=== design 1 ===
[config.mk]
export PLATFORM = sky130hd
export DESIGN_NAME = jk_bank_arbiter
export DESIGN_NICKNAME = d
export VERILOG_FILES = /design/src/rtl/jk_bank_arbiter.sv
export SDC_FILE = /design/constraint.sdc
export NUM_CORES = 1
export LEC_CHECK = 0
export CORE_MARGIN = 5
export CORE_UTILIZATION = 43
export CTS_BUF_LIST = sky130_fd_sc_hd__clkbuf_4 sky130_fd_sc_hd__clkbuf_8
export DETAILED_ROUTE_END_ITERATION = 8
export HOLD_SLACK_MARGIN = 0.02
export PLACE_DENSITY = 0.82
export SLEW_MARGIN = 20
export SYNTH_ARGS = -nofsm -noshare
export SYNTH_HDL_FRONTEND = slang
export SYNTH_SLANG_ARGS = --single-unit
[constraint.sdc]
create_clock -name clk -period 1.55 [get_ports clk]
set_input_delay 0.3875 -clock clk [delete_from_list [all_inputs] [get_ports clk]]
set_output_delay 0.3875 -clock clk [all_outputs]
set_load 0.02 [all_outputs]
[src/rtl/jk_bank_arbiter.sv]
// jk_bank_arbiter: round-robin arbiter sharing one bank of JK latch cells between two requesters
// Ports:
//   clk, reset            rising-edge clock, synchronous active-high reset
//   reqN_valid/cmd/idx    command from requester N (cmd 00 hold, 01 reset, 10 set, 11 toggle)
//   reqN_ready            command from requester N accepted this cycle
//   J, K, En              per-cell latch drive, active only during the enable pulse
//   q_state               shadow copy of the bank contents
//   done/done_id/done_err completion pulse, owning requester, out-of-range flag
module jk_bank_arbiter #(
  parameter int WIDTH     = 8,
  parameter int IDX_W     = 3,
  parameter int EN_CYCLES = 2
) (
  input  logic             clk,
  input  logic             reset,
  input  logic             req0_valid,
  input  logic [1:0]       req0_cmd,
  input  logic [IDX_W-1:0] req0_idx,
  output logic             req0_ready,
  input  logic             req1_valid,
  input  logic [1:0]       req1_cmd,
  input  logic [IDX_W-1:0] req1_idx,
  output logic             req1_ready,
  output logic [WIDTH-1:0] J,
  output logic [WIDTH-1:0] K,
  output logic [WIDTH-1:0] En,
  output logic [WIDTH-1:0] q_state,
  output logic             done,
  output logic             done_id,
  output logic             done_err
);
  localparam int CW = $clog2(EN_CYCLES + 1);
  typedef enum logic [1:0] {IDLE, PULSE, RECOVER} state_t;
  state_t           state_q, state_d;
  logic             ptr_q, ptr_d;
  logic [1:0]       cmd_q, cmd_d;
  logic [IDX_W-1:0] idx_q, idx_d;
  logic             id_q, id_d;
  logic [CW-1:0]    cnt_q, cnt_d;
  logic [WIDTH-1:0] q_state_q, q_state_d;
  logic             grant0, grant1, in_range, last, pulse;
  logic [WIDTH-1:0] sel;
  always_comb begin
    // Pointer only breaks ties; a lone requester always wins.
    grant0    = state_q == IDLE && req0_valid && (!req1_valid || !ptr_q);
    grant1    = state_q == IDLE && req1_valid && (!req0_valid || ptr_q);
    in_range  = {1'b0, idx_q} < (IDX_W+1)'(WIDTH);
    // Out-of-range commands spend exactly one pulse cycle driving nothing.
    last      = !in_range || cnt_q == CW'(EN_CYCLES - 1);
    sel       = in_range ? WIDTH'(1) << idx_q : '0;
    pulse     = state_q == PULSE;
    state_d   = state_q;
    ptr_d     = ptr_q;
    cmd_d     = cmd_q;
    idx_d     = idx_q;
    id_d      = id_q;
    cnt_d     = cnt_q;
    q_state_d = q_state_q;
    case (state_q)
      IDLE: if (grant0 || grant1) begin
        state_d = PULSE;
        cmd_d   = grant1 ? req1_cmd : req0_cmd;
        idx_d   = grant1 ? req1_idx : req0_idx;
        id_d    = grant1;
        cnt_d   = '0;
        ptr_d   = (req0_valid && req1_valid) ? !ptr_q : ptr_q;
      end
      PULSE: begin
        cnt_d = cnt_q + CW'(1);
        if (last) begin
          state_d   = RECOVER;
          // Shadow updated once per command, so a toggle flips exactly once.
          q_state_d = cmd_q == 2'b01 ? q_state_q & ~sel :
                      cmd_q == 2'b10 ? q_state_q | sel  :
                      cmd_q == 2'b11 ? q_state_q ^ sel  : q_state_q;
        end
      end
      RECOVER: state_d = IDLE;
      default: state_d = IDLE;
    endcase
  end
  always_ff @(posedge clk) begin
    if (reset) begin
      state_q   <= IDLE;
      ptr_q     <= 1'b0;
      cmd_q     <= '0;
      idx_q     <= '0;
      id_q      <= 1'b0;
      cnt_q     <= '0;
      q_state_q <= '0;
    end else begin
      state_q   <= state_d;
      ptr_q     <= ptr_d;
      cmd_q     <= cmd_d;
      idx_q     <= idx_d;
      id_q      <= id_d;
      cnt_q     <= cnt_d;
      q_state_q <= q_state_d;
    end
  end
  assign req0_ready = grant0 && !reset;
  assign req1_ready = grant1 && !reset;
  assign En         = pulse ? sel : '0;
  assign J          = pulse && cmd_q[1] ? sel : '0;
  assign K          = pulse && cmd_q[0] ? sel : '0;
  assign q_state    = q_state_q;
  assign done       = state_q == RECOVER;
  assign done_id    = done && id_q;
  assign done_err   = done && !in_range;
endmodule

=== design 2 ===
[src/rtl/spi_cfg_sequencer_pkg.sv]
`default_nettype none
// ------------------------------------------------------------------
// spi_cfg_sequencer_pkg: shared FSM encoding, defaults and helpers
// Rev 1.0
// ------------------------------------------------------------------
package spi_cfg_sequencer_pkg;

  typedef enum logic [2:0] {
    S_IDLE = 3'd0,
    S_GRST = 3'd1,
    S_ADDR = 3'd2,
    S_DATA = 3'd3,
    S_GAP  = 3'd4,
    S_FIN  = 3'd5
  } state_t;

  localparam int DEF_N_SLAVES       = 3;
  localparam int DEF_ADDR_W         = 5;
  localparam int DEF_DATA_W         = 30;
  localparam int DEF_GRST_CYCLES    = 40;
  localparam int DEF_GAP_CYCLES     = 4;
  localparam int DEF_DATA_LSB_FIRST = 1;

  function automatic int clog2(input int v);
    int r;
    r = 0;
    while ((1 << r) < v) r++;
    return r;
  endfunction

  function automatic int max2(input int a, input int b);
    return (a > b) ? a : b;
  endfunction

endpackage
`default_nettype wire

[src/rtl/spi_cfg_shifter.sv]
`default_nettype none
// ------------------------------------------------------------------
// spi_cfg_shifter: parallel-load serialiser, selectable bit order
// Rev 1.0
// ------------------------------------------------------------------
module spi_cfg_shifter
  import spi_cfg_sequencer_pkg::*;
#(
  parameter int W     = DEF_DATA_W,
  parameter int CNT_W = clog2(W + 1)
)(
  input  logic             clk_REGSEL,
  input  logic             RST,
  input  logic             i_load,
  input  logic             i_shift,
  input  logic [W-1:0]     i_word,
  input  logic [CNT_W-1:0] i_len,
  input  logic             i_lsb_first,
  output logic             o_bit,
  output logic             o_last
);

  logic [W-1:0]     r_sreg;
  logic [CNT_W-1:0] r_left;
  logic             r_lsb;

  // Load has priority so a new word can follow the last bit without a bubble
  always_ff @(posedge clk_REGSEL or negedge RST) begin
    if (!RST) begin
      r_sreg <= '0;
      r_left <= '0;
      r_lsb  <= 1'b0;
    end else if (i_load) begin
      r_sreg <= i_word;
      r_left <= i_len;
      r_lsb  <= i_lsb_first;
    end else if (i_shift) begin
      r_sreg <= r_lsb ? (r_sreg >> 1) : (r_sreg << 1);
      if (r_left != '0) r_left <= r_left - 1'b1;
    end
  end

  assign o_bit  = r_lsb ? r_sreg[0] : r_sreg[W-1];
  assign o_last = (r_left == CNT_W'(1));

endmodule
`default_nettype wire

[src/rtl/spi_cfg_sequencer.sv]
`default_nettype none
// ------------------------------------------------------------------
// spi_cfg_sequencer: table-driven GRST/REGSEL/SIN configuration sequencer
// Rev 1.0
// ------------------------------------------------------------------
module spi_cfg_sequencer
  import spi_cfg_sequencer_pkg::*;
#(
  parameter int N_SLAVES       = DEF_N_SLAVES,
  parameter int ADDR_W         = DEF_ADDR_W,
  parameter int DATA_W         = DEF_DATA_W,
  parameter int GRST_CYCLES    = DEF_GRST_CYCLES,
  parameter int GAP_CYCLES     = DEF_GAP_CYCLES,
  parameter int DATA_LSB_FIRST = DEF_DATA_LSB_FIRST,
  localparam int IDX_W         = max2(1, clog2(N_SLAVES))
)(
  input  logic              clk_REGSEL,
  input  logic              RST,
  input  logic              i_start,
  input  logic              i_loop,
  input  logic              i_wr_en,
  input  logic [IDX_W-1:0]  i_wr_idx,
  input  logic [ADDR_W-1:0] i_wr_addr,
  input  logic [DATA_W-1:0] i_wr_data,
  output logic              o_busy,
  output logic              o_done,
  output logic              o_GRST,
  output logic              o_REGSEL,
  output logic              o_SIN,
  output logic              o_sclk_en
);

  localparam int SH_W  = max2(ADDR_W, DATA_W);
  localparam int CNT_W = clog2(max2(SH_W, max2(GRST_CYCLES, GAP_CYCLES)) + 1);

  state_t             r_state;
  logic [CNT_W-1:0]   r_cnt;
  logic [IDX_W-1:0]   r_idx;
  logic               r_grst, r_regsel, r_sin, r_sclk_en, r_busy, r_done;

  logic [N_SLAVES-1:0] r_valid;
  logic [ADDR_W-1:0]   r_addr [N_SLAVES];
  logic [DATA_W-1:0]   r_data [N_SLAVES];

  logic               w_wr_ok;
  logic               w_first_found, w_next_found;
  logic [IDX_W-1:0]   w_first_idx, w_next_idx, w_tgt_idx;
  logic [SH_W-1:0]    w_addr_word, w_data_word, w_sh_word;
  logic [CNT_W-1:0]   w_sh_len;
  logic               w_sh_load, w_sh_shift, w_sh_lsb, w_sh_bit, w_sh_last;

  // ---------------- configuration table ----------------
  assign w_wr_ok = i_wr_en && !r_busy &&
                   ({1'b0, i_wr_idx} < (IDX_W + 1)'(N_SLAVES));

  always_ff @(posedge clk_REGSEL or negedge RST) begin
    if (!RST) begin
      r_valid <= '0;
      for (int i = 0; i < N_SLAVES; i++) begin
        r_addr[i] <= '0;
        r_data[i] <= '0;
      end
    end else if (w_wr_ok) begin
      r_valid[i_wr_idx] <= 1'b1;
      r_addr[i_wr_idx]  <= i_wr_addr;
      r_data[i_wr_idx]  <= i_wr_data;
    end
  end

  // Lowest valid index overall, and lowest valid index above the current one
  always_comb begin
    w_first_found = 1'b0;
    w_first_idx   = '0;
    w_next_found  = 1'b0;
    w_next_idx    = '0;
    for (int i = N_SLAVES - 1; i >= 0; i--) begin
      if (r_valid[i]) begin
        w_first_found = 1'b1;
        w_first_idx   = IDX_W'(i);
        if (i > int'(r_idx)) begin
          w_next_found = 1'b1;
          w_next_idx   = IDX_W'(i);
        end
      end
    end
  end

  // ---------------- shifter control ----------------
  assign w_tgt_idx   = (r_state == S_GAP) ? w_next_idx : w_first_idx;
  assign w_addr_word = SH_W'(r_addr[w_tgt_idx]) << (SH_W - ADDR_W);
  assign w_data_word = (DATA_LSB_FIRST != 0) ? SH_W'(r_data[r_idx])
                                             : (SH_W'(r_data[r_idx]) << (SH_W - DATA_W));

  // Address is loaded when leaving GRST/GAP/FIN, data when leaving ADDR
  assign w_sh_word  = (r_state == S_ADDR) ? w_data_word : w_addr_word;
  assign w_sh_len   = (r_state == S_ADDR) ? CNT_W'(DATA_W) : CNT_W'(ADDR_W);
  assign w_sh_lsb   = (r_state == S_ADDR) && (DATA_LSB_FIRST != 0);
  assign w_sh_shift = (r_state == S_ADDR) || (r_state == S_DATA);

  always_comb begin
    w_sh_load = 1'b0;
    case (r_state)
      S_GRST:  w_sh_load = (r_cnt == '0) && w_first_found;
      S_ADDR:  w_sh_load = w_sh_last;
      S_GAP:   w_sh_load = (r_cnt == '0) && w_next_found;
      S_FIN:   w_sh_load = i_loop && w_first_found;
      default: w_sh_load = 1'b0;
    endcase
  end

  spi_cfg_shifter #(
    .W     (SH_W),
    .CNT_W (CNT_W)
  ) u_shifter (
    .clk_REGSEL  (clk_REGSEL),
    .RST         (RST),
    .i_load      (w_sh_load),
    .i_shift     (w_sh_shift),
    .i_word      (w_sh_word),
    .i_len       (w_sh_len),
    .i_lsb_first (w_sh_lsb),
    .o_bit       (w_sh_bit),
    .o_last      (w_sh_last)
  );

  // ---------------- sequencer FSM ----------------
  // Pins are registered from the current state, so they trail it by one cycle
  always_ff @(posedge clk_REGSEL or negedge RST) begin
    if (!RST) begin
      r_state   <= S_IDLE;
      r_cnt     <= '0;
      r_idx     <= '0;
      r_grst    <= 1'b1;
      r_regsel  <= 1'b0;
      r_sin     <= 1'b0;
      r_sclk_en <= 1'b0;
      r_busy    <= 1'b0;
      r_done    <= 1'b0;
    end else begin
      r_grst    <= (r_state == S_GRST);
      r_regsel  <= (r_state == S_ADDR);
      r_sclk_en <= w_sh_shift;
      r_sin     <= w_sh_shift & w_sh_bit;
      r_done    <= (r_state == S_FIN);
      r_busy    <= (r_state != S_IDLE);
      case (r_state)
        S_IDLE: begin
          if (i_start) begin
            r_state <= S_GRST;
            r_cnt   <= CNT_W'(GRST_CYCLES - 1);
          end
        end
        S_GRST: begin
          if (r_cnt != '0) begin
            r_cnt <= r_cnt - 1'b1;
          end else if (w_first_found) begin
            r_state <= S_ADDR;
            r_idx   <= w_first_idx;
          end else begin
            r_state <= S_FIN;
          end
        end
        S_ADDR: begin
          if (w_sh_last) r_state <= S_DATA;
        end
        S_DATA: begin
          if (w_sh_last) begin
            r_state <= S_GAP;
            r_cnt   <= CNT_W'(GAP_CYCLES - 1);
          end
        end
        S_GAP: begin
          if (r_cnt != '0) begin
            r_cnt <= r_cnt - 1'b1;
          end else if (w_next_found) begin
            r_state <= S_ADDR;
            r_idx   <= w_next_idx;
          end else begin
            r_state <= S_FIN;
          end
        end
        S_FIN: begin
          if (i_loop && w_first_found) begin
            r_state <= S_ADDR;
            r_idx   <= w_first_idx;
          end else begin
            r_state <= S_IDLE;
          end
        end
        default: r_state <= S_IDLE;
      endcase
    end
  end

  assign o_busy    = r_busy;
  assign o_done    = r_done;
  assign o_GRST    = r_grst;
  assign o_REGSEL  = r_regsel;
  assign o_SIN     = r_sin;
  assign o_sclk_en = r_sclk_en;

endmodule
`default_nettype wire

[config.mk]
export PLATFORM = sky130hd
export DESIGN_NAME = spi_cfg_sequencer
export DESIGN_NICKNAME = d
export VERILOG_FILES = /design/src/rtl/spi_cfg_sequencer_pkg.sv /design/src/rtl/spi_cfg_shifter.sv /design/src/rtl/spi_cfg_sequencer.sv
export SDC_FILE = /design/constraint.sdc
export NUM_CORES = 1
export LEC_CHECK = 0
export CORE_UTILIZATION = 62
export CTS_BUF_LIST = sky130_fd_sc_hd__clkbuf_2 sky130_fd_sc_hd__clkbuf_4 sky130_fd_sc_hd__clkbuf_8
export DETAILED_ROUTE_END_ITERATION = 7
export PLACE_DENSITY = 0.84
export SYNTH_ARGS = -nofsm -noshare
export SYNTH_HDL_FRONTEND = slang
export SYNTH_SLANG_ARGS = --single-unit
[constraint.sdc]
create_clock -name clk_REGSEL -period 2.4 [get_ports clk_REGSEL]
set_input_delay 0.24 -clock clk_REGSEL [delete_from_list [all_inputs] [get_ports clk_REGSEL]]
set_output_delay 0.24 -clock clk_REGSEL [all_outputs]
set_load 0.01 [all_outputs]
Figure 1. Sizing map (design 2).
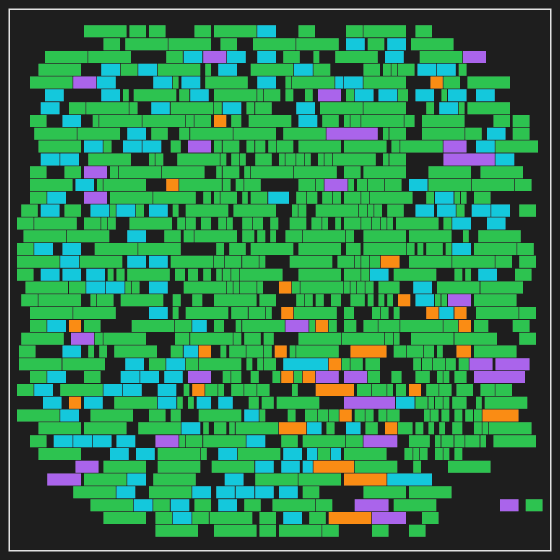
| color | size | cells | share |
|---|---|---|---|
| orange | drive 3 to 4 | 30 | 4.1% |
| cyan | drive 2 | 131 | 18% |
| green | drive 1 or less | 538 | 74% |
| purple | drive 6 and up | 28 | 3.9% |

==> out/metrics.yaml, design 2 <==
fin_crit_ns: 2.32
adder_share_pct: 0.477
final_max_slew_viol_count: 0
yosysSeqAreaShare_pct: 51.5
dr_total_vias: 5425
final_cell_area_um2: 9010
worst_slew_pin_slew_ns: 0.703
num-nonclk-inverters: 8
wl_met3_um: 838
simple_gate_share_pct: 8.80
grt_max_degree: 66
dominant_cells: "registers"
seq_share_pct: 45.0
status: "complete, no violations"
pre_cts_ws_ns: 0.108
comb_share_pct: 39.9
chip_area_um2: 13200
crit_slowest_cell: "o211ai_2"
drtAntennaViolNets: 0
pin_count: 48
hold_viol_final: 0
ys_sh_aoi_pct: 10.2
clk_latency_ns: 0.47
p_per_area_nw_per_um2: 1280
grtUsageMet3_pct: 6.67
antenna_found_initial: 0
design 2: worst paths after layout:
check | startpoint | depth (start not counted) | slack [ns] | endpoint
worst min register to register | r_addr[10]$_DFFE_PN0P_ | 1 | 0.51 | r_addr[10]$_DFFE_PN0P_
max in group asynchronous | RST | 3 | 1.43 | r_data[12]$_DFFE_PN0P_
worst min-delay path | RST | 2 | 0.27 | o_done$_DFF_PN0_
worst max-delay path | r_cnt[0]$_DFFE_PN0P_ | 6 | 0.08 | u_shifter.r_sreg[24]$_DFFE_PN0P_
min in group clk_REGSEL | i_wr_data[0] | 2 | 0.43 | r_data[30]$_DFFE_PN0P_
worst max register to register | r_cnt[0]$_DFFE_PN0P_ | 6 | 0.08 | u_shifter.r_sreg[24]$_DFFE_PN0P_
design 2: what timing repair did:
item / in CTS / in global routing
hold buffers: 1 / 0
hold endpoints to repair: 44 / 0
gates resized: 0 / 3
buffers inserted: 0 / 0
endpoints found under the setup margin: 0 / 8
design 2: report_power, final:
group	internal [mW]	switching [mW]	leakage [nW]
registers	4.02	0.880	2.00
clock network	1.20	0.961	0.213
logic	2.24	2.23	1.74
Figure 2. Wiring heat map (design 1).
The bar under the picture is 20 µm long. The die is cut into 14 by 14 equal tiles; dark blue is low, red is high, scaled to the fullest tile. Values are wire area over tile area, all layers added.
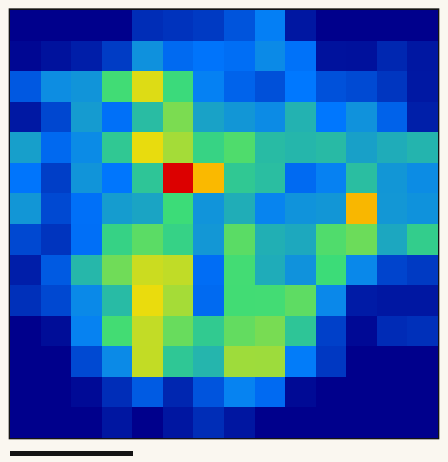
nearly empty tiles: 17%
fullest tile: 0.57
mean over tiles: 0.15

==> out/metrics.yaml, design 1 <==
reg2reg_to: "q_state[0]$_SDFFE_PP0P_"
fin_ws_ns: -0.265
taps: 46
die_y_um: 69.9
status: "finished, violations left"
hold_viol_final: 0
seq_share_pct: 15.0
place_inst: 296
gr-usage-met2_pct: 31.7
comb_area_um2: 1290
finalSetupViolations: 34
floorplan.core_util_pct: 45.1
grt_overflow: 0
violations: "negative setup slack"
netlist_instances: 189
design 1: timing repair:
item | 4_1_cts | 5_1_grt
pin swaps | 25 | 26
gates resized | 186 | 68
endpoints found under the setup margin | 44 | 36
buffers inserted | 9 | 9
endpoints found under the hold margin | 0 | 0
design 1: cells in the mapped netlist (all sizes together), types with 2 or more instances:
| cell | n |
|---|---|
| and2b | 3 |
| nand2b | 5 |
| a211oi | 8 |
| buf | 10 |
| inv | 12 |
| nand3b | 2 |
| nand3 | 5 |
| a211o | 7 |
| a21oi | 20 |
| ha | 17 |
| nor2 | 23 |
| nor3 | 4 |
| mux2i | 8 |
| and2 | 17 |
| clkbuf | 3 |
| nand2 | 15 |
| dfxtp | 19 |
design 1: kinds of logic (layout without fill, tap and decap cells):
kind of cell	count (synthesis)	after routing	synth area share, %
AND/OR/NAND/NOR	77	77	28.1
other	1	1	0.243
flip-flops	19	19	24.7
multiplexers	8	8	5.20
AND-OR/OR-AND	40	40	18.0
buffers and inverters	25	105	8.85
XOR/XNOR	2	2	1.14
adder cells (fa/ha/maj)	17	17	13.8
design 1: where the power goes:
group	total [mW]	switching, mW	internal, mW
clock	0.284	0.166	0.118
sequential	0.574	0.0520	0.522
combinational	0.730	0.364	0.366

=== design 3 ===
Figure 3. Cell classes on the final placement (design 3).
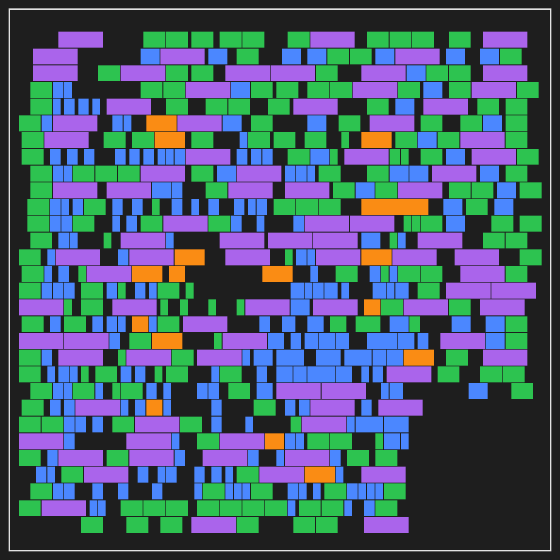
Figure 4. Routing congestion map (design 3).
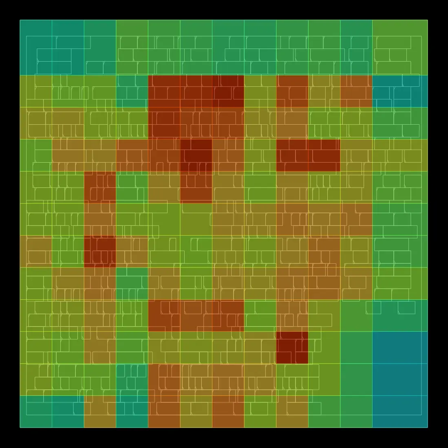
==> src/rtl/apb_pkg.sv <==
// +----------------------------------------------------------------------+
// | apb_pkg: shared APB types, default widths and strobe-width helper.   |
// | Revision: 1.0                                                        |
// +----------------------------------------------------------------------+
`default_nettype none

package apb_pkg;

  typedef enum logic [1:0] {
    IDLE   = 2'd0,
    SETUP  = 2'd1,
    ACCESS = 2'd2
  } apb_state_e;

  localparam int APB_ADDWIDTH  = 8;
  localparam int APB_DATAWIDTH = 32;

  function automatic int strb_width(input int dw);
    return dw / 8;
  endfunction

endpackage

`default_nettype wire

==> src/rtl/apb_master_bridge.sv <==
// +----------------------------------------------------------------------+
// | apb_master_bridge: valid/ready command to single APB transfer bridge |
// | with PREADY wait timeout. Revision: 1.0                              |
// +----------------------------------------------------------------------+
`default_nettype none

module apb_master_bridge
  import apb_pkg::*;
#(
  parameter int ADDWIDTH  = APB_ADDWIDTH,
  parameter int DATAWIDTH = APB_DATAWIDTH,
  parameter int TIMEOUT   = 16
) (
  input  logic                                PCLK,
  input  logic                                PRESET,
  input  logic                                cmd_valid,
  output logic                                cmd_ready,
  input  logic                                cmd_write,
  input  logic [ADDWIDTH-1:0]                 cmd_addr,
  input  logic [DATAWIDTH-1:0]                cmd_wdata,
  input  logic [strb_width(DATAWIDTH)-1:0]    cmd_strb,
  output logic                                rsp_valid,
  output logic [DATAWIDTH-1:0]                rsp_rdata,
  output logic                                rsp_err,
  output logic                                PSEL,
  output logic                                PENABLE,
  output logic                                PWRITE,
  output logic [ADDWIDTH-1:0]                 PADDR,
  output logic [DATAWIDTH-1:0]                PWDATA,
  output logic [strb_width(DATAWIDTH)-1:0]    PSTRB,
  input  logic                                PREADY,
  input  logic [DATAWIDTH-1:0]                PRDATA
);

  localparam int CW = (TIMEOUT < 1) ? 1 : $clog2(TIMEOUT + 1);
  localparam logic [CW-1:0] c_last = (TIMEOUT == 0) ? '0 : CW'(TIMEOUT - 1);
  localparam logic [CW-1:0] c_max  = '1;

  apb_state_e          r_state;
  logic [CW-1:0]       r_wait_cnt;

  always_ff @(posedge PCLK) begin
    if (PRESET) begin
      r_state    <= IDLE;
      r_wait_cnt <= '0;
      cmd_ready  <= 1'b1;
      rsp_valid  <= 1'b0;
      rsp_rdata  <= '0;
      rsp_err    <= 1'b0;
      PSEL       <= 1'b0;
      PENABLE    <= 1'b0;
      PWRITE     <= 1'b0;
      PADDR      <= '0;
      PWDATA     <= '0;
      PSTRB      <= '0;
    end else begin
      rsp_valid <= 1'b0;
      case (r_state)
        IDLE: begin
          if (cmd_valid && cmd_ready) begin
            PWRITE    <= cmd_write;
            PADDR     <= cmd_addr;
            PWDATA    <= cmd_write ? cmd_wdata : '0;
            PSTRB     <= cmd_write ? cmd_strb : '0;
            PSEL      <= 1'b1;
            PENABLE   <= 1'b0;
            cmd_ready <= 1'b0;
            r_state   <= SETUP;
          end
        end
        SETUP: begin
          PENABLE    <= 1'b1;
          r_wait_cnt <= '0;
          r_state    <= ACCESS;
        end
        ACCESS: begin
          // PREADY is tested first so it wins over a coincident timeout.
          if (PREADY) begin
            rsp_valid <= 1'b1;
            rsp_err   <= 1'b0;
            rsp_rdata <= PWRITE ? '0 : PRDATA;
            PSEL      <= 1'b0;
            PENABLE   <= 1'b0;
            cmd_ready <= 1'b1;
            r_state   <= IDLE;
          end else if ((TIMEOUT != 0) && (r_wait_cnt == c_last)) begin
            rsp_valid <= 1'b1;
            rsp_err   <= 1'b1;
            rsp_rdata <= '0;
            PSEL      <= 1'b0;
            PENABLE   <= 1'b0;
            cmd_ready <= 1'b1;
            r_state   <= IDLE;
          end else if (r_wait_cnt != c_max) begin
            r_wait_cnt <= r_wait_cnt + 1'b1;
          end
        end
        default: begin
          PSEL      <= 1'b0;
          PENABLE   <= 1'b0;
          cmd_ready <= 1'b1;
          r_state   <= IDLE;
        end
      endcase
    end
  end

endmodule

`default_nettype wire
==> config.mk <==
export PLATFORM = sky130hd
export DESIGN_NAME = apb_master_bridge
export DESIGN_NICKNAME = d
export VERILOG_FILES = /design/src/rtl/apb_pkg.sv /design/src/rtl/apb_master_bridge.sv
export SDC_FILE = /design/constraint.sdc
export NUM_CORES = 1
export LEC_CHECK = 0
export ABC_AREA = 0
export CAP_MARGIN = 20
export CORE_MARGIN = 1
export CORE_UTILIZATION = 42
export CTS_CLUSTER_DIAMETER = 120
export CTS_CLUSTER_SIZE = 8
export DETAILED_ROUTE_END_ITERATION = 7
export GPL_TIMING_DRIVEN = 0
export PLACE_DENSITY = 0.86
export SLEW_MARGIN = 20
export SYNTH_ARGS = -nofsm -noshare
export SYNTH_HDL_FRONTEND = slang
export SYNTH_SLANG_ARGS = --single-unit
==> constraint.sdc <==
create_clock -name PCLK -period 4.6 [get_ports PCLK]
set_input_delay 0.92 -clock PCLK [delete_from_list [all_inputs] [get_ports PCLK]]
set_output_delay 0.92 -clock PCLK [all_outputs]
set_load 0.03 [all_outputs]
==> out/metrics.yaml <==
pwr-share-seq_pct: 49.6
drc: 0
ys_area_um2: 3090
hold_path.class: "reg2reg"
topCombFamilyByArea: "AND-OR/OR-AND gates"
grt_max_degree: 16
peakVddDrop_uv: 220
status: "complete, no violations"
place_inst: 587
seq-power_uw: 804
regArea_um2: 1760
min_to: "PWDATA[23]$_SDFFE_PP0P_"
path_max_fanout: 8
final_core_util_pct: 72.4
cp_num_cells: 1
p_leak_nw: 1.79
fin_crit_ns: 2.43
pin_count: 163
Notes on Figure 3 above:
| color | class | cells | share of their area |
|---|---|---|---|
| orange | clock drivers and dummy loads | 16 | 4.2% |
| blue | all other logic | 213 | 25% |
| purple | flip-flops | 88 | 36% |
| green | other buffers and delay cells | 190 | 35% |

Notes on Figure 4 above:
GRT met2 Usage: 41.8%
global route hottest layer: met2
wire length per cell: 14.9 µm
met1 Resource Use GR: 26.7%
grt met3 use: 7.45%

-- area by class of cell --
class                           instances  share of cell area [%]
Buffer                                 29                    2.46
Multi-Input combinational cell        211                    23.8
Timing Repair Buffer                  161                    32.0
Sequential cell                        88                    35.0
Clock inverter                          6                    1.37
Tap cell                               96                    2.39
Clock buffer                           10                    2.74
Inverter                                2                   0.149
-- per-layer routing --
layer	GRT usage (%)	up-vias	wire length, µm
met4	10.1	0	177
met5	0	-	0
li1	-	1510	-
met2	41.8	98	4560
met3	7.45	14	641
met1	26.7	1440	3620
-- cell usage after synthesis (all sizes together) --
master	number	area, µm²
nand2	55	206
or4b	1	13.8
a31oi	1	6.26
or4	1	7.51
nand2b	3	18.8
buf	13	63.8
a211oi	1	7.51
and3	2	12.5
a22o	32	280
o211ai	5	37.5
ha	3	37.5
o31ai	1	7.51
or3b	1	8.76
a21oi	53	265
and2b	1	8.76
or2	2	12.5
nor2	5	18.8
dfxtp	88	1760
inv	2	7.51
and4bb	1	12.5
clkbuf	16	60.1
a211o	1	8.76
a22oi	1	7.51
nand4bb	2	22.5
nand3	37	185
or3	2	12.5


==> notes/layouts.md <==
Pictures saved along the way, in no particular order.

Cell density map.
shot_01.png
The bar under the picture is 20 µm long. The die is cut into 7 by 7 equal tiles; dark blue is low, red is high, 0 to 100% covered.
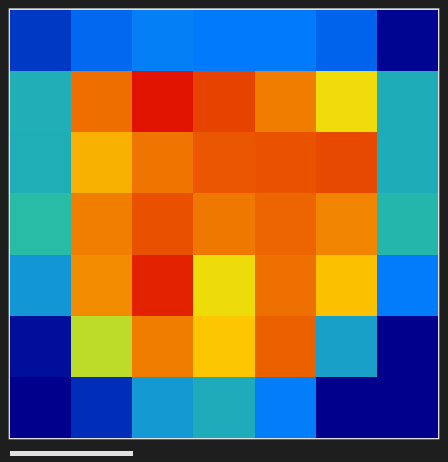
shot_02.png
The bar under the picture is 20 µm long. The die is cut into 11 by 11 equal tiles; dark blue is low, red is high, 0 to 100% covered.
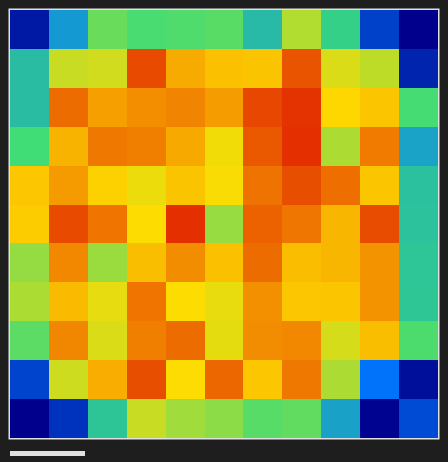
shot_03.png
The bar under the picture is 20 µm long. The die is cut into 9 by 9 equal tiles; dark blue is low, red is high, 0 to 100% covered.
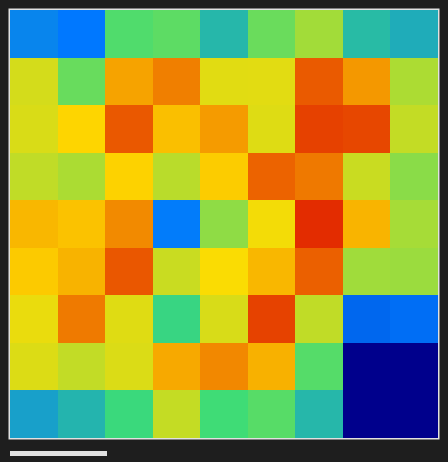
- shot_01.png = design 1
- shot_02.png = design 2
- shot_03.png = design 3
The one with the largest die is shot_02.png.

Power is estimated from default activity; no workload was simulated.
